######## des_sbox_compress ########
==> des_sbox_compress/port_nets.png <==
(3 px per µm)
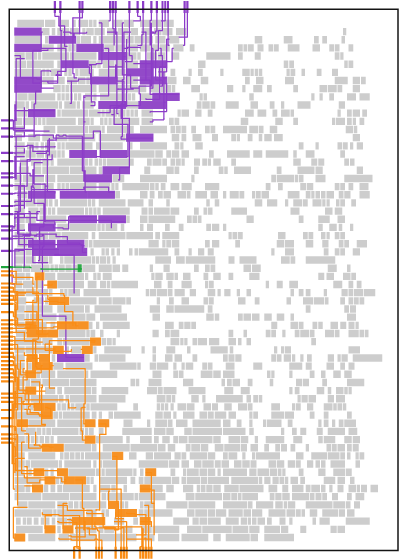

`src/rtl/des_sbox_compress.sv`:
```
// DES round back end: 48-bit key-mixed word -> S1..S8 substitution -> P permutation.
// Iterative datapath evaluating LANES S-boxes per clock, valid/ready on both sides.
module des_sbox_compress #(
    parameter int LANES = 1
) (
    input  logic        clk,
    input  logic        rst_n,
    input  logic        in_valid,
    output logic        in_ready,
    input  logic [47:0] in_data,
    output logic        out_valid,
    input  logic        out_ready,
    output logic [31:0] out_data,
    output logic [31:0] sbox_data,
    output logic        busy
);
    localparam int         STEPS = 8 / LANES;
    localparam logic [3:0] LAST  = 4'(STEPS);

    localparam logic [1:0] IDLE = 2'd0;
    localparam logic [1:0] RUN  = 2'd1;
    localparam logic [1:0] DONE = 2'd2;

    if (LANES != 1 && LANES != 2 && LANES != 4 && LANES != 8) begin : g_bad_lanes
        $error("des_sbox_compress: LANES must be 1, 2, 4 or 8");
    end

    // S1..S8, each 64 nibbles laid out row-major (row*16 + column), entry 0 in the top nibble.
    localparam logic [2047:0] SBOX_ALL = {
        256'hE4D12FB83A6C5907_0F74E2D1A6CB9538_41E8D62BFC973A50_FC8249175B3EA06D,
        256'hF18E6B34972DC05A_3D47F28EC01A69B5_0E7BA4D158C6932F_D8A13F42B67C05E9,
        256'hA09E63F51DC7B428_D709346A285ECBF1_D6498F30B12C5AE7_1AD069874FE3B52C,
        256'h7DE3069A1285BC4F_D8B56F03472C1AE9_A690CB7DF13E5284_3F06A1D8945BC72E,
        256'h2C417AB6853FD0E9_EB2C47D150FA3986_421BAD78F9C5630E_B8C71E2D6F09A453,
        256'hC1AF92680D34E75B_AF427C9561DE0B38_9EF528C3704A1DB6_432C95FABE17608D,
        256'h4B2EF08D3C975A61_D0B7491AE35C2F86_14BDC37EAF680592_6BD814A7950FE23C,
        256'hD2846FB1A93E50C7_1FD8A374C56B0E92_7B419CE206ADF358_21E74A8DFC90356B
    };

    // P table with DES positions made zero-based, output bit 1 first.
    localparam logic [159:0] P_IDX = {
        5'd15, 5'd6,  5'd19, 5'd20, 5'd28, 5'd11, 5'd27, 5'd16,
        5'd0,  5'd14, 5'd22, 5'd25, 5'd4,  5'd17, 5'd30, 5'd9,
        5'd1,  5'd7,  5'd23, 5'd13, 5'd31, 5'd26, 5'd2,  5'd8,
        5'd18, 5'd12, 5'd29, 5'd5,  5'd21, 5'd10, 5'd3,  5'd24
    };

    logic [1:0]         state_reg;
    logic [47:0]        sh_reg;
    logic [31:0]        acc_reg;
    logic [3:0]         cnt_reg;
    logic [31:0]        out_data_reg;
    logic [31:0]        sbox_data_reg;

    logic [4*LANES-1:0] lane_out;
    logic [47:0]        sh_next;
    logic [31:0]        acc_next;
    logic [31:0]        perm_out;

    genvar gi;
    for (gi = 0; gi < LANES; gi++) begin : g_lane
        logic [5:0]  grp;
        logic [2:0]  box;
        logic [5:0]  idx;
        logic [10:0] pos;
        assign grp = sh_reg[47-6*gi -: 6];
        assign box = cnt_reg[2:0] * 3'(LANES) + 3'(gi);
        // row = {b1,b6}, column = {b2..b5}
        assign idx = {grp[5], grp[0], grp[4:1]};
        assign pos = 11'd2047 - {box, 8'd0} - {3'd0, idx, 2'd0};
        assign lane_out[4*(LANES-gi)-1 -: 4] = SBOX_ALL[pos -: 4];
    end

    if (LANES == 8) begin : g_full
        assign sh_next  = '0;
        assign acc_next = lane_out;
    end else begin : g_part
        assign sh_next  = {sh_reg[47-6*LANES:0], {6*LANES{1'b0}}};
        assign acc_next = {acc_reg[31-4*LANES:0], lane_out};
    end

    for (gi = 0; gi < 32; gi++) begin : g_perm
        localparam int SRC = 31 - int'(P_IDX[159-5*gi -: 5]);
        assign perm_out[31-gi] = acc_reg[SRC];
    end

    always_ff @(posedge clk or negedge rst_n) begin
        if (!rst_n) begin
            state_reg     <= IDLE;
            sh_reg        <= '0;
            acc_reg       <= '0;
            cnt_reg       <= '0;
            out_data_reg  <= '0;
            sbox_data_reg <= '0;
        end else begin
            case (state_reg)
                IDLE: begin
                    if (in_valid) begin
                        sh_reg    <= in_data;
                        cnt_reg   <= '0;
                        state_reg <= RUN;
                    end
                end
                RUN: begin
                    // The extra step after the last shift publishes the finished accumulator.
                    if (cnt_reg == LAST) begin
                        out_data_reg  <= perm_out;
                        sbox_data_reg <= acc_reg;
                        state_reg     <= DONE;
                    end else begin
                        sh_reg  <= sh_next;
                        acc_reg <= acc_next;
                        cnt_reg <= cnt_reg + 4'd1;
                    end
                end
                DONE: begin
                    if (out_ready) begin
                        if (in_valid) begin
                            sh_reg    <= in_data;
                            cnt_reg   <= '0;
                            state_reg <= RUN;
                        end else begin
                            state_reg <= IDLE;
                        end
                    end
                end
                default: state_reg <= IDLE;
            endcase
        end
    end

    assign in_ready  = (state_reg == IDLE) || (state_reg == DONE && out_ready);
    assign out_valid = (state_reg == DONE);
    assign busy      = (state_reg == RUN);
    assign out_data  = out_data_reg;
    assign sbox_data = sbox_data_reg;

endmodule
```
`config.mk`:
```
export PLATFORM = sky130hd
export DESIGN_NAME = des_sbox_compress
export DESIGN_NICKNAME = d
export VERILOG_FILES = /design/src/rtl/des_sbox_compress.sv
export SDC_FILE = /design/constraint.sdc
export NUM_CORES = 1
export LEC_CHECK = 0
export CAP_MARGIN = 20
export CORE_ASPECT_RATIO = 1.4
export CORE_UTILIZATION = 42
export DETAILED_ROUTE_END_ITERATION = 12
export GPL_TIMING_DRIVEN = 0
export PLACE_DENSITY = 0.66
export SYNTH_ARGS = -nofsm -noshare
export SYNTH_HDL_FRONTEND = slang
export SYNTH_SLANG_ARGS = --single-unit
```
`constraint.sdc`:
```
create_clock -name clk -period 3 [get_ports clk]
set_input_delay 0.45 -clock clk [delete_from_list [all_inputs] [get_ports clk]]
set_output_delay 0.45 -clock clk [all_outputs]
set_load 0.01 [all_outputs]
```
######## btn_event ########
===== src/rtl/btn_event.sv =====
// Button event classifier: press/release edges, short, long and double click.
// Double-click support is compiled in when BTN_DCLICK_EN is defined.
module btn_event #(
    parameter int unsigned LONG_CYCLES   = 100000000,
    parameter int unsigned DCLICK_CYCLES = 30000000
) (
    input  logic clk,
    input  logic rst,
    input  logic btn_in,
    output logic btn_level,
    output logic press_pulse,
    output logic release_pulse,
    output logic short_press,
    output logic long_press,
    output logic double_click
);

    typedef enum logic [2:0] {
        IDLE,
        HELD,
        LONG_HELD,
        WAIT2,
        HELD2
    } state_t;

    localparam logic [26:0] CNT_MAX   = 27'h7FF_FFFF;
    localparam logic [26:0] LONG_LAST = 27'(LONG_CYCLES - 1);
    localparam logic [26:0] DCLK_LAST = 27'(DCLICK_CYCLES - 1);

    state_t      state_q, state_d;
    logic [26:0] cnt_q, cnt_d;
    logic        btn_level_q, btn_level_d;
    logic        press_q, press_d;
    logic        release_q, release_d;
    logic        short_q, short_d;
    logic        long_q, long_d;
    logic        dclick_q, dclick_d;
    logic        press_edge, release_edge;

    assign press_edge   = btn_in & ~btn_level_q;
    assign release_edge = ~btn_in & btn_level_q;

    always_comb begin
        state_d     = state_q;
        cnt_d       = (cnt_q == CNT_MAX) ? cnt_q : cnt_q + 27'd1;
        btn_level_d = btn_in;
        press_d     = press_edge;
        release_d   = release_edge;
        short_d     = 1'b0;
        long_d      = 1'b0;
        dclick_d    = 1'b0;

        unique case (state_q)
            IDLE: begin
                if (press_edge) state_d = HELD;
            end
            HELD: begin
                // A release on the edge that would complete the hold wins.
                if (!btn_in) begin
`ifdef BTN_DCLICK_EN
                    state_d = WAIT2;
`else
                    state_d = IDLE;
                    short_d = 1'b1;
`endif
                end else if (cnt_q == LONG_LAST) begin
                    long_d  = 1'b1;
                    state_d = LONG_HELD;
                end
            end
            LONG_HELD: begin
                if (!btn_in) state_d = IDLE;
            end
            WAIT2: begin
                if (cnt_q == DCLK_LAST) begin
                    short_d = 1'b1;
                    state_d = press_edge ? HELD : IDLE;
                end else if (press_edge) begin
`ifdef BTN_DCLICK_EN
                    dclick_d = 1'b1;
`endif
                    state_d  = HELD2;
                end
            end
            HELD2: begin
                if (!btn_in) state_d = IDLE;
            end
            default: state_d = IDLE;
        endcase

        if (state_d != state_q) cnt_d = '0;
    end

    always_ff @(posedge clk) begin
        if (rst) begin
            state_q     <= IDLE;
            cnt_q       <= '0;
            btn_level_q <= 1'b0;
            press_q     <= 1'b0;
            release_q   <= 1'b0;
            short_q     <= 1'b0;
            long_q      <= 1'b0;
            dclick_q    <= 1'b0;
        end else begin
            state_q     <= state_d;
            cnt_q       <= cnt_d;
            btn_level_q <= btn_level_d;
            press_q     <= press_d;
            release_q   <= release_d;
            short_q     <= short_d;
            long_q      <= long_d;
            dclick_q    <= dclick_d;
        end
    end

    assign btn_level     = btn_level_q;
    assign press_pulse   = press_q;
    assign release_pulse = release_q;
    assign short_press   = short_q;
    assign long_press    = long_q;
    assign double_click  = dclick_q;

endmodule


===== config.mk =====
export PLATFORM = sky130hd
export DESIGN_NAME = btn_event
export DESIGN_NICKNAME = d
export VERILOG_FILES = /design/src/rtl/btn_event.sv
export SDC_FILE = /design/constraint.sdc
export NUM_CORES = 1
export LEC_CHECK = 0
export ABC_AREA = 1
export CAP_MARGIN = 20
export CORE_MARGIN = 3
export CORE_UTILIZATION = 45
export CTS_CLUSTER_DIAMETER = 200
export DETAILED_ROUTE_END_ITERATION = 6
export GPL_ROUTABILITY_DRIVEN = 0
export GPL_TIMING_DRIVEN = 0
export HOLD_SLACK_MARGIN = 0.15
export PLACE_DENSITY = 0.68
export SYNTH_ARGS = -nofsm -noshare
export SYNTH_HDL_FRONTEND = slang
export SYNTH_SLANG_ARGS = --single-unit

===== constraint.sdc =====
create_clock -name clk -period 2.1 [get_ports clk]
set_input_delay 0.21 -clock clk [delete_from_list [all_inputs] [get_ports clk]]
set_output_delay 0.21 -clock clk [all_outputs]
set_load 0.05 [all_outputs]

==> btn_event/clock_map.png <==
(6 px per µm)
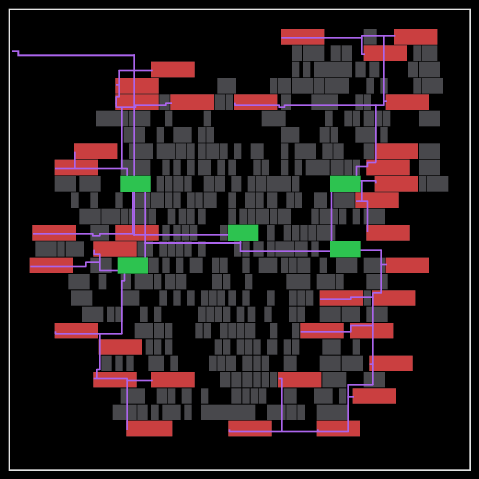
[cells driving clock nets] green | count: 5
[clock wires] purple | length: 474 µm
[flip-flops] red | count: 35
flops lie	widely spread
routed clock nets	6

==> btn_event/port_nets.png <==
(6 px per µm)
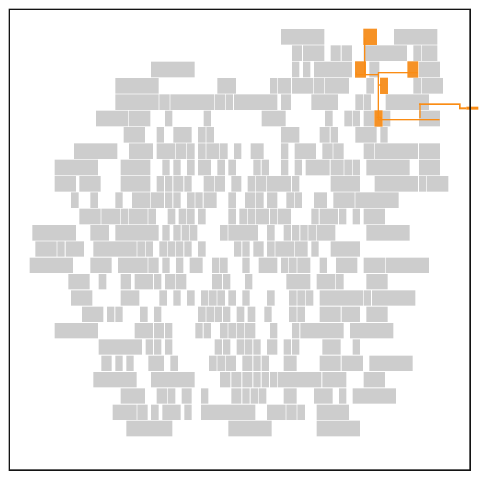
port	colour	bits	direction	edge	end cells	wire
btn_in	orange	1	input	right	5	46.5 µm

==> qor.json, btn_event <==
{
  "outcome": {"value": "finished clean"},
  "post_synth_edffs": {"value": 0},
  "cp-end-kind": {"value": "flop"},
  "m1_gr_usage": {"value": 0.257},
  "detail_route.iter0.violations": {"value": 155},
  "synth-async-reset-ratio": {"value": 0},
  "timing.critical_path.slowest_cell_delay": {"value": 0.38, "unit": "ns"},
  "timing.hold.worst_path_depth": {"value": 2},
  "fp_util": {"value": 0.471},
  "max_clock_freq": {"value": 525, "unit": "MHz"},
  "wl_per_cell": {"value": 12.8, "unit": "µm"},
  "timing_worst_setup_path_type": {"value": "flop to flop"},
  "cts.repair_timing.setup_buffer_count": {"value": 0},
  "dp_hpwl": {"value": 3970, "unit": "µm"},
  "worst-r2r-setup-slack": {"value": 0.19, "unit": "ns"},
  "overflow": {"value": 0},
  "place.port_buffers": {"value": 6},
  "yosys.cell_types.count": {"value": 28},
  "yosys.stat.seqShare": {"value": 0.313},
  "layout_worst_path_cycle_share": {"value": 0.908}
}
==> btn_event: layout by cell type, fill, tap and decap left out, drive strengths merged <==
cell type / instances
dfxtp: 35
nor3: 46
xnor2: 3
clkdlybuf4s50: 6
nand3b: 2
inv: 35
conb: 1
nor2: 74
ha: 1
nand3: 15
clkinv: 1
nand4: 5
buf: 7
nand2: 69
clkbuf: 7
a21oi: 6
xor2: 18
nor4: 3
o21ai: 1
==> btn_event: area by class of cell <==
type / count / area [µm²]
clock inverters: 1 / 5.00
plain buffers: 8 / 86.3
flip-flops and latches: 35 / 702
repair buffers: 6 / 60.1
inverters: 35 / 131
clock buffers: 6 / 82.6
multi-input cells: 244 / 1350
well taps: 67 / 83.8
fillers: 490 / 2250
==> btn_event: flip-flops by register name (all words and copies together), names as in the netlist <==
name and flops:
press_pulse 1, cnt_q 27, long_press 1, release_pulse 1, short_press 1, btn_level 1, state_q 3
==> btn_event: cells by family (layout without fill, tap and decap cells) <==
family                     Yosys count  after routing  synth area share
xor gates and xnor gates            21             21            0.0821
buffers and inverters               43             56            0.0960
other                                1              1           0.00167
adders and majority gates            1              1           0.00558
and+or+nand+nor                    214            214             0.486
DFF                                 35             35             0.313
AOI/OAI and AO/OA                    7              7            0.0156
==> des_sbox_compress/met3.png <==
(2 px per µm)
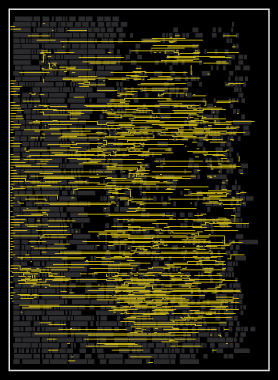
wire length on this layer	7,650 µm
nets with wire on the layer	425
main direction	horizontal
longest straight run	94.1 µm
share of all routed wire	13%
routed via count: 12,109
total length of routed wires: 58,400 µm

Notes on des_sbox_compress/port_nets.png above:
port	colour	bits	direction	edge	end cells	wire
out_data	purple	32	output	17 top, 15 left	32	1,690 µm
in_data	orange	48	input	34 left, 14 bottom	48	1,300 µm
out_ready	green	1	input	left	1	21.5 µm
number of buffers inserted by port buffering: 118
num ports: 119

==> qor.json, des_sbox_compress <==
{
  "outcome": {"value": "finished, violations left"},
  "violations": {"value": "negative hold slack, negative setup slack"},
  "setup_viol_count_final": {"value": 4},
  "grt_most_used_layer": {"value": "met2"},
  "fin_ws": {"value": -0.129, "unit": "ns"},
  "topCombFamilyByArea": {"value": "AND-OR/OR-AND gates"},
  "critPathLaunchType": {"value": "flop"},
  "worstPathCellList": {"value": "buf_4 > buf_4 > buf_2 > buf_2 > clkbuf_4 > nand2_1 > a21oi_4 > o22ai_1 > o311ai_2 > o211ai_1 > a31oi_1"},
  "capture_point_of_the_critical_path": {"value": "acc_reg[1]$_DFFE_PN0P_"},
  "grt_start_max_net_pins": {"value": 73},
  "die_x_extent": {"value": 129, "unit": "µm"},
  "met3_wirelength": {"value": 7650, "unit": "µm"},
  "layout_worst_path_cycle_share": {"value": 1.04},
  "cts_tree": {"value": "yes"},
  "final_layout_top_logic_cells": {"value": "sky130_fd_sc_hd__nand2_1, sky130_fd_sc_hd__dfrtp_1, sky130_fd_sc_hd__clkdlybuf4s50_1"},
  "numClockSinks": {"value": 118},
  "cp.arrival": {"value": 3.50, "unit": "ns"},
  "pre_cts_slack": {"value": -1.94, "unit": "ns"},
  "hold_violations_final": {"value": 12},
  "synth-async-reset-ratio": {"value": 1.00},
  "yosys-stat-area": {"value": 9500, "unit": "µm²"},
  "die_h": {"value": 180, "unit": "µm"},
  "netlist.area_leader.share": {"value": 0.311},
  "max_slew.worst_pin.slew": {"value": 0.976, "unit": "ns"},
  "top_signal_layer_used": {"value": "met4"},
  "post-route-drc-count": {"value": 0},
  "worst_hold_slack": {"value": -0.0119, "unit": "ns"},
  "timing.critical_path.slowest_cell_delay": {"value": 0.45, "unit": "ns"},
  "post_synth.cell_area_avg": {"value": 7.82, "unit": "µm²"}
}
==> des_sbox_compress: worst max-delay path, delay by kind of cell, from the launching register on <==
kind	cells	cell delay (ns)
buf+inv	5	1.31
simple gates	1	0.13
flops	1	0.45
compound gates	5	1.15
==> des_sbox_compress: final cells by class <==
cell class              instances  area (µm²)  area share
multi-input cells             928        6430       0.491
flip-flops and latches        118        2950       0.225
repair buffers                155        1530       0.117
plain buffers                 149        1040      0.0797
clock buffers                  30         674      0.0515
well taps                     297         372      0.0284
inverters                      16        82.6     0.00630
clock inverters                 2        12.5    0.000955
diodes                          3        7.51    0.000573
==> des_sbox_compress: repair_timing <==
item	in CTS	in global routing
gates resized	132	161
gates cloned	0	1
buffers inserted	16	18
pin swaps	9	14
endpoints found under the setup margin	82	34
==> des_sbox_compress: stage by stage <==
step | instance area (µm²)
detailed placement | 11100
CTS | 12300
finish | 13100
global route | 13100
global placement | 11100
floorplan | 9500

## Gallery

Placed cells, one colour a class.
(a)
(1.5 px per µm)
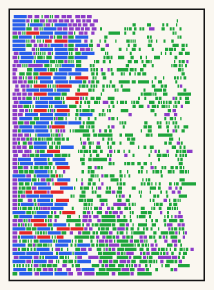
(b)
(4 px per µm)
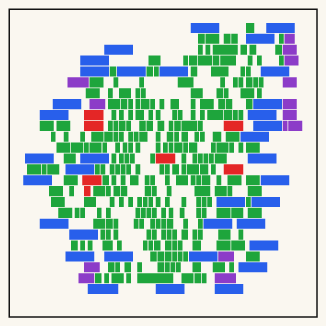
For btn_event, see (b).
For des_sbox_compress, see (a).
Of these, most cells: (a)


######## filter_video_gen_flat ########
<file path="config.mk">
export PLATFORM = sky130hd
export DESIGN_NAME = filter_video_gen_flat
export DESIGN_NICKNAME = d
export VERILOG_FILES = /design/src/rtl/filter_video_gen_if.sv /design/src/rtl/filter_video_gen.sv /design/src/flat_wrapper.sv
export SDC_FILE = /design/constraint.sdc
export NUM_CORES = 1
export LEC_CHECK = 0
export ABC_CLOCK_PERIOD_IN_PS = 7200
export CAP_MARGIN = 20
export CORE_ASPECT_RATIO = 0.75
export CORE_MARGIN = 8
export CORE_UTILIZATION = 45
export DETAILED_ROUTE_END_ITERATION = 10
export PLACE_DENSITY = 0.68
export SLEW_MARGIN = 20
export SYNTH_ARGS = -nofsm -noshare
export SYNTH_HDL_FRONTEND = slang
export SYNTH_SLANG_ARGS = --single-unit
export TNS_END_PERCENT = 5
</file>
<file path="constraint.sdc">
create_clock -name clk -period 7.2 [get_ports clk]
set_clock_uncertainty 0.2 [all_clocks]
set_input_delay 1.08 -clock clk [delete_from_list [all_inputs] [get_ports clk]]
set_output_delay 1.08 -clock clk [all_outputs]
set_load 0.02 [all_outputs]
</file>
<file path="src/rtl/filter_video_gen_if.sv">
// Video bus carried from the test-pattern source to the filter input:
// vs/hs/de timing strobes plus Y/U/V components, all active-high.
interface filter_video_gen_if #(
   parameter int DATA_WIDTH = 8
);
   logic                  vs;
   logic                  hs;
   logic                  de;
   logic [DATA_WIDTH-1:0] y;
   logic [DATA_WIDTH-1:0] u;
   logic [DATA_WIDTH-1:0] v;

   modport master (output vs, hs, de, y, u, v);
   modport slave  (input  vs, hs, de, y, u, v);
endinterface

</file>
<file path="src/rtl/filter_video_gen.sv">
// Test-pattern video source: h/v counters, IDLE/RUN/STOP control FSM and a Y/U/V pattern generator.
// Define FILTER_VGEN_FRAME_CNT_EN to add the o_frame_cnt completed-frame counter port.
module filter_video_gen #(
   parameter int DATA_WIDTH = 8,
   parameter int H_ACTIVE   = 1280,
   parameter int H_FP       = 110,
   parameter int H_SYNC     = 40,
   parameter int H_BP       = 220,
   parameter int V_ACTIVE   = 720,
   parameter int V_FP       = 5,
   parameter int V_SYNC     = 5,
   parameter int V_BP       = 20
) (
   input  logic                 clk,
   input  logic                 rst,
   input  logic                 i_en,
   input  logic [1:0]           i_pattern,
   output logic                 o_busy,
   output logic [1:0]           o_state,
`ifdef FILTER_VGEN_FRAME_CNT_EN
   output logic [15:0]          o_frame_cnt,
`endif
   filter_video_gen_if.master   vid
);
   localparam int H_TOTAL = H_ACTIVE + H_FP + H_SYNC + H_BP;
   localparam int V_TOTAL = V_ACTIVE + V_FP + V_SYNC + V_BP;
   // Counters are at least 8 bits wide so the ramps can always take the low byte.
   localparam int H_W   = ($clog2(H_TOTAL) > 8) ? $clog2(H_TOTAL) : 8;
   localparam int V_W   = ($clog2(V_TOTAL) > 8) ? $clog2(V_TOTAL) : 8;
   localparam int BAR_W = H_ACTIVE / 8;
   localparam int BP_W  = ($clog2(BAR_W) > 1) ? $clog2(BAR_W) : 1;

   localparam logic [H_W-1:0]  H_ACT_L  = H_W'(H_ACTIVE);
   localparam logic [H_W-1:0]  HS_BEG_L = H_W'(H_ACTIVE + H_FP);
   localparam logic [H_W-1:0]  HS_END_L = H_W'(H_ACTIVE + H_FP + H_SYNC);
   localparam logic [H_W-1:0]  H_LAST_L = H_W'(H_TOTAL - 1);
   localparam logic [V_W-1:0]  V_ACT_L  = V_W'(V_ACTIVE);
   localparam logic [V_W-1:0]  VS_BEG_L = V_W'(V_ACTIVE + V_FP);
   localparam logic [V_W-1:0]  VS_END_L = V_W'(V_ACTIVE + V_FP + V_SYNC);
   localparam logic [V_W-1:0]  V_LAST_L = V_W'(V_TOTAL - 1);
   localparam logic [BP_W-1:0] BP_LAST  = BP_W'(BAR_W - 1);

   typedef enum logic [1:0] {
      ST_IDLE = 2'd0,
      ST_RUN  = 2'd1,
      ST_STOP = 2'd2
   } state_t;

   state_t          state_q, state_d;
   logic [H_W-1:0]  h_cnt;
   logic [V_W-1:0]  v_cnt;
   logic [BP_W-1:0] bar_pix;
   logic [2:0]      bar_idx;
   logic [1:0]      pat_q;
   logic [1:0]      pat_sel;
   logic            h_last, v_last, frame_last, frame_start;
   logic            counting, latch_pat;
   logic            de_c, hs_c, vs_c;
   logic [DATA_WIDTH-1:0] y_c, u_c, v_c;

   assign h_last      = (h_cnt == H_LAST_L);
   assign v_last      = (v_cnt == V_LAST_L);
   assign frame_last  = h_last && v_last;
   assign frame_start = (h_cnt == '0) && (v_cnt == '0);
   assign o_state     = state_q;

   // FSM: state register
   always_ff @(posedge clk) begin
      if (rst) state_q <= ST_IDLE;
      else     state_q <= state_d;
   end

   // FSM: next state. A returning run request in STOP wins over the frame end,
   // so re-raising i_en before the last pixel gives back-to-back frames.
   always_comb begin
      state_d = state_q;
      case (state_q)
         ST_IDLE: if (i_en) state_d = ST_RUN;
         ST_RUN:  if (!i_en) state_d = ST_STOP;
         ST_STOP: begin
            if (i_en)            state_d = ST_RUN;
            else if (frame_last) state_d = ST_IDLE;
         end
         default: state_d = ST_IDLE;
      endcase
   end

   // FSM: outputs
   always_comb begin
      counting  = 1'b0;
      latch_pat = 1'b0;
      case (state_q)
         ST_IDLE: latch_pat = i_en;
         ST_RUN, ST_STOP: begin
            counting  = 1'b1;
            latch_pat = frame_start;
         end
         default: ;
      endcase
   end

   // Counters wrap naturally at the frame end, which also lands STOP->IDLE at (0,0).
   always_ff @(posedge clk) begin
      if (rst || !counting) begin
         h_cnt   <= '0;
         v_cnt   <= '0;
         bar_pix <= '0;
         bar_idx <= '0;
      end else begin
         if (h_last) begin
            h_cnt   <= '0;
            bar_pix <= '0;
            bar_idx <= '0;
            v_cnt   <= v_last ? '0 : v_cnt + 1'b1;
         end else begin
            h_cnt <= h_cnt + 1'b1;
            if (h_cnt < H_ACT_L) begin
               if (bar_pix == BP_LAST) begin
                  bar_pix <= '0;
                  bar_idx <= bar_idx + 1'b1;
               end else begin
                  bar_pix <= bar_pix + 1'b1;
               end
            end
         end
      end
   end

   always_ff @(posedge clk) begin
      if (rst)            pat_q <= 2'd0;
      else if (latch_pat) pat_q <= i_pattern;
   end

   // The first pixel of a frame already shows the pattern being latched there.
   assign pat_sel = frame_start ? i_pattern : pat_q;

   assign de_c = (h_cnt < H_ACT_L) && (v_cnt < V_ACT_L);
   assign hs_c = (h_cnt >= HS_BEG_L) && (h_cnt < HS_END_L);
   assign vs_c = (v_cnt >= VS_BEG_L) && (v_cnt < VS_END_L);

   always_comb begin
      y_c = '0;
      u_c = '0;
      v_c = '0;
      if (de_c) begin
         u_c = DATA_WIDTH'(128);
         v_c = DATA_WIDTH'(128);
         case (pat_sel)
            2'd0: y_c = DATA_WIDTH'(h_cnt[7:0]);
            2'd1: y_c = DATA_WIDTH'(v_cnt[7:0]);
            2'd2: y_c = (h_cnt[3] ^ v_cnt[3]) ? DATA_WIDTH'(235) : DATA_WIDTH'(16);
            default: begin
               case (bar_idx)
                  3'd0: begin y_c = DATA_WIDTH'(235); u_c = DATA_WIDTH'(128); v_c = DATA_WIDTH'(128); end
                  3'd1: begin y_c = DATA_WIDTH'(210); u_c = DATA_WIDTH'(16);  v_c = DATA_WIDTH'(146); end
                  3'd2: begin y_c = DATA_WIDTH'(170); u_c = DATA_WIDTH'(166); v_c = DATA_WIDTH'(16);  end
                  3'd3: begin y_c = DATA_WIDTH'(145); u_c = DATA_WIDTH'(54);  v_c = DATA_WIDTH'(34);  end
                  3'd4: begin y_c = DATA_WIDTH'(106); u_c = DATA_WIDTH'(202); v_c = DATA_WIDTH'(222); end
                  3'd5: begin y_c = DATA_WIDTH'(81);  u_c = DATA_WIDTH'(90);  v_c = DATA_WIDTH'(240); end
                  3'd6: begin y_c = DATA_WIDTH'(41);  u_c = DATA_WIDTH'(240); v_c = DATA_WIDTH'(110); end
                  default: begin y_c = DATA_WIDTH'(16); u_c = DATA_WIDTH'(128); v_c = DATA_WIDTH'(128); end
               endcase
            end
         endcase
      end
   end

   // Output register: everything is forced low while idle or in reset.
   always_ff @(posedge clk) begin
      if (rst || !counting) begin
         o_busy <= 1'b0;
         vid.vs <= 1'b0;
         vid.hs <= 1'b0;
         vid.de <= 1'b0;
         vid.y  <= '0;
         vid.u  <= '0;
         vid.v  <= '0;
      end else begin
         o_busy <= 1'b1;
         vid.vs <= vs_c;
         vid.hs <= hs_c;
         vid.de <= de_c;
         vid.y  <= y_c;
         vid.u  <= u_c;
         vid.v  <= v_c;
      end
   end

`ifdef FILTER_VGEN_FRAME_CNT_EN
   always_ff @(posedge clk) begin
      if (rst)                          o_frame_cnt <= 16'd0;
      else if (counting && frame_last)  o_frame_cnt <= o_frame_cnt + 16'd1;
   end
`endif
endmodule
</file>
<file path="src/flat_wrapper.sv">
// flat-port wrapper written by rule: the top's interface ports become plain ports
module filter_video_gen_flat 
#(
   parameter int DATA_WIDTH = 8,
   parameter int H_ACTIVE   = 1280,
   parameter int H_FP       = 110,
   parameter int H_SYNC     = 40,
   parameter int H_BP       = 220,
   parameter int V_ACTIVE   = 720,
   parameter int V_FP       = 5,
   parameter int V_SYNC     = 5,
   parameter int V_BP       = 20
)
  (clk, rst, i_en, i_pattern, o_busy, o_state, vid_vs, vid_hs, vid_de, vid_y, vid_u, vid_v);
  filter_video_gen_if #(.DATA_WIDTH(DATA_WIDTH)) vid_i ();
  input  logic clk;
  input  logic rst;
  input  logic i_en;
  input  logic [1:0] i_pattern;
  output logic o_busy;
  output logic [1:0] o_state;
  output wire logic [$bits(vid_i.vs)-1:0] vid_vs;
  output wire logic [$bits(vid_i.hs)-1:0] vid_hs;
  output wire logic [$bits(vid_i.de)-1:0] vid_de;
  output wire logic [$bits(vid_i.y)-1:0] vid_y;
  output wire logic [$bits(vid_i.u)-1:0] vid_u;
  output wire logic [$bits(vid_i.v)-1:0] vid_v;
  assign vid_vs = vid_i.vs;
  assign vid_hs = vid_i.hs;
  assign vid_de = vid_i.de;
  assign vid_y = vid_i.y;
  assign vid_u = vid_i.u;
  assign vid_v = vid_i.v;
  filter_video_gen #(.DATA_WIDTH(DATA_WIDTH), .H_ACTIVE(H_ACTIVE), .H_FP(H_FP), .H_SYNC(H_SYNC), .H_BP(H_BP), .V_ACTIVE(V_ACTIVE), .V_FP(V_FP), .V_SYNC(V_SYNC), .V_BP(V_BP)) u_core (.clk(clk), .rst(rst), .i_en(i_en), .i_pattern(i_pattern), .o_busy(o_busy), .o_state(o_state), .vid(vid_i));
endmodule
</file>
==> qor.json <==
{
  "largest_registers_in_the_final_layout": {"value": "u_core.h_cnt x11, u_core.v_cnt x10"},
  "setup_tns_final": {"value": 0, "unit": "ns"},
  "holdCritPathClass": {"value": "flop to flop"},
  "netlist_instances": {"value": 354},
  "synth_warnings": {"value": 0},
  "post_synth_edffs": {"value": 0},
  "num_antenna_cells": {"value": 0},
  "use_met2": {"value": 0.210},
  "cts_max_level": {"value": 3},
  "groute.layer.met3.usage": {"value": 0.0493},
  "critical_path.top_delay_family": {"value": "simple AND/OR/NAND/NOR gates"},
  "yosys_cells": {"value": 354},
  "capture_point_of_the_critical_path": {"value": "u_core.vid.y[1]$_SDFF_PP0_"},
  "flops": {"value": 60},
  "worstPathCellList": {"value": "inv_1 > ha_1 > nor4b_1 > nand2_1 > nor3_1 > mux2_2 > ha_1 > a222oi_1 > o22a_1 > nor2_1"},
  "m1WireLength": {"value": 3440, "unit": "µm"},
  "area.combinational": {"value": 1690, "unit": "µm²"},
  "dp_hpwl": {"value": 5230, "unit": "µm"},
  "max_slew.worst_pin.slew": {"value": 0.762, "unit": "ns"},
  "met2RoutedLength": {"value": 2900, "unit": "µm"},
  "total_number_of_cells_along_the_worst_setup_path": {"value": 10},
  "worstRegToRegCells": {"value": 10},
  "grt_pass1_wl": {"value": 11600, "unit": "µm"},
  "number_of_max_slew_violations_in_the_final_report": {"value": 0},
  "sh_comb_area": {"value": 0.463},
  "synth_flops": {"value": 60},
  "cts.root.buffer_cell": {"value": "sky130_fd_sc_hd__clkbuf_8"},
  "peakVddDrop": {"value": 0.123, "unit": "mV"},
  "worst-r2r-setup-slack": {"value": 3.87, "unit": "ns"},
  "yosys.stat.seqShare": {"value": 0.391},
  "drive_gt1_frac": {"value": 0.0731},
  "fp.dieArea": {"value": 9760, "unit": "µm²"},
  "dominant-cell-class": {"value": "multi-input combinational cells"},
  "synth.cell_area": {"value": 3070, "unit": "µm²"},
  "seqAreaFraction": {"value": 0.329},
  "floorplan_core_area": {"value": 6700, "unit": "µm²"},
  "common_cells": {"value": "sky130_fd_sc_hd__dfxtp_1, sky130_fd_sc_hd__nor2_1, sky130_fd_sc_hd__ha_1, sky130_fd_sc_hd__nand2_1, sky130_fd_sc_hd__inv_1"},
  "clk_pin_slew": {"value": 0.07, "unit": "ns"},
  "cp.arrival": {"value": 3.34, "unit": "ns"},
  "outcome": {"value": "finished clean"},
  "layout_worst_path_cycle_share": {"value": 0.462},
  "timing.final.crit_period": {"value": 3.33, "unit": "ns"}
}
## per-stage QoR
step / power, µW / hold WS, ns / area [µm²] / instances / setup slack, ns
finish: 1010 / 0.313 / 3650 / 467 / 3.87
detailed placement: 640 / 0.309 / 3400 / 451 / 3.78
global placement: 636 / 0.293 / 3400 / 451 / 3.91
CTS: 1020 / 0.318 / 3650 / 467 / 3.86
global route: 1060 / 0.353 / 3650 / 467 / 3.59
floorplan: 557 / 0.261 / 3080 / 355 / 4.17
## report_power, final
group | leakage, µW | switching, µW | internal, µW
registers | 0.000485 | 23.2 | 360
logic | 0.000733 | 148 | 101
clock network | 0.000122 | 134 | 239
total | 0.00134 | 305 | 701
## cells by family (layout without fill, tap and decap cells)
family | after synthesis | in the layout | synth area share
AND-OR/OR-AND | 58 | 58 | 0.121
buffers and inverters | 41 | 69 | 0.0607
flip-flops | 60 | 60 | 0.391
adder cells (fa/ha/maj) | 24 | 24 | 0.100
XOR/XNOR | 20 | 20 | 0.0570
multiplexers | 12 | 12 | 0.0407
other | 1 | 2 | 0.00122
AND/OR/NAND/NOR | 138 | 138 | 0.229
==> filter_video_gen_flat/port_nets.png <==
(4 px per µm)
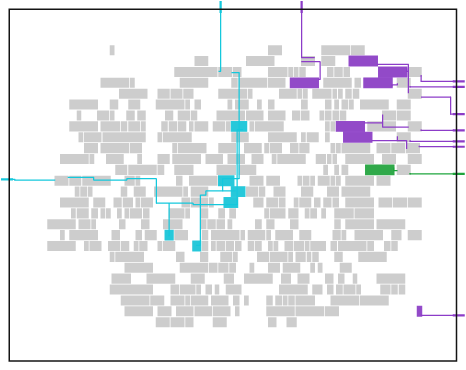
port	colour	bits	direction	edge	end cells	wire
i_pattern	cyan	2	input	1 left, 1 top	6	164 µm
vid_v	purple	8	output	7 right, 1 top	7	138 µm
vid_de	green	1	output	right	1	12.6 µm

==> filter_video_gen_flat/final_clocks.png <==
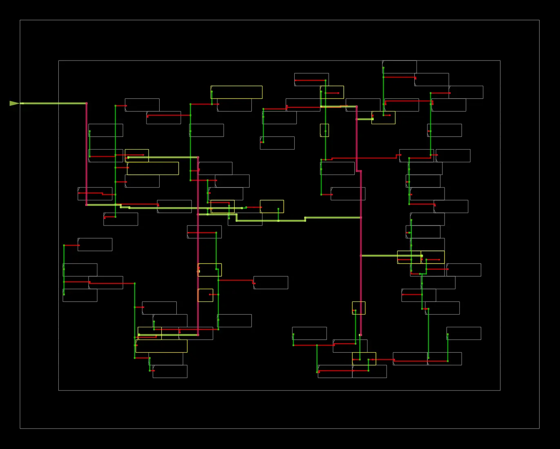
worst-skew pair later-pin latency: 0.34 ns
number of buffers added by the clock tree synthesis step: 9
total of clock buffers placed in the layout: 10
# clock sinks: 60


Power figures rest on the tool's default switching activity, not on a simulated workload.
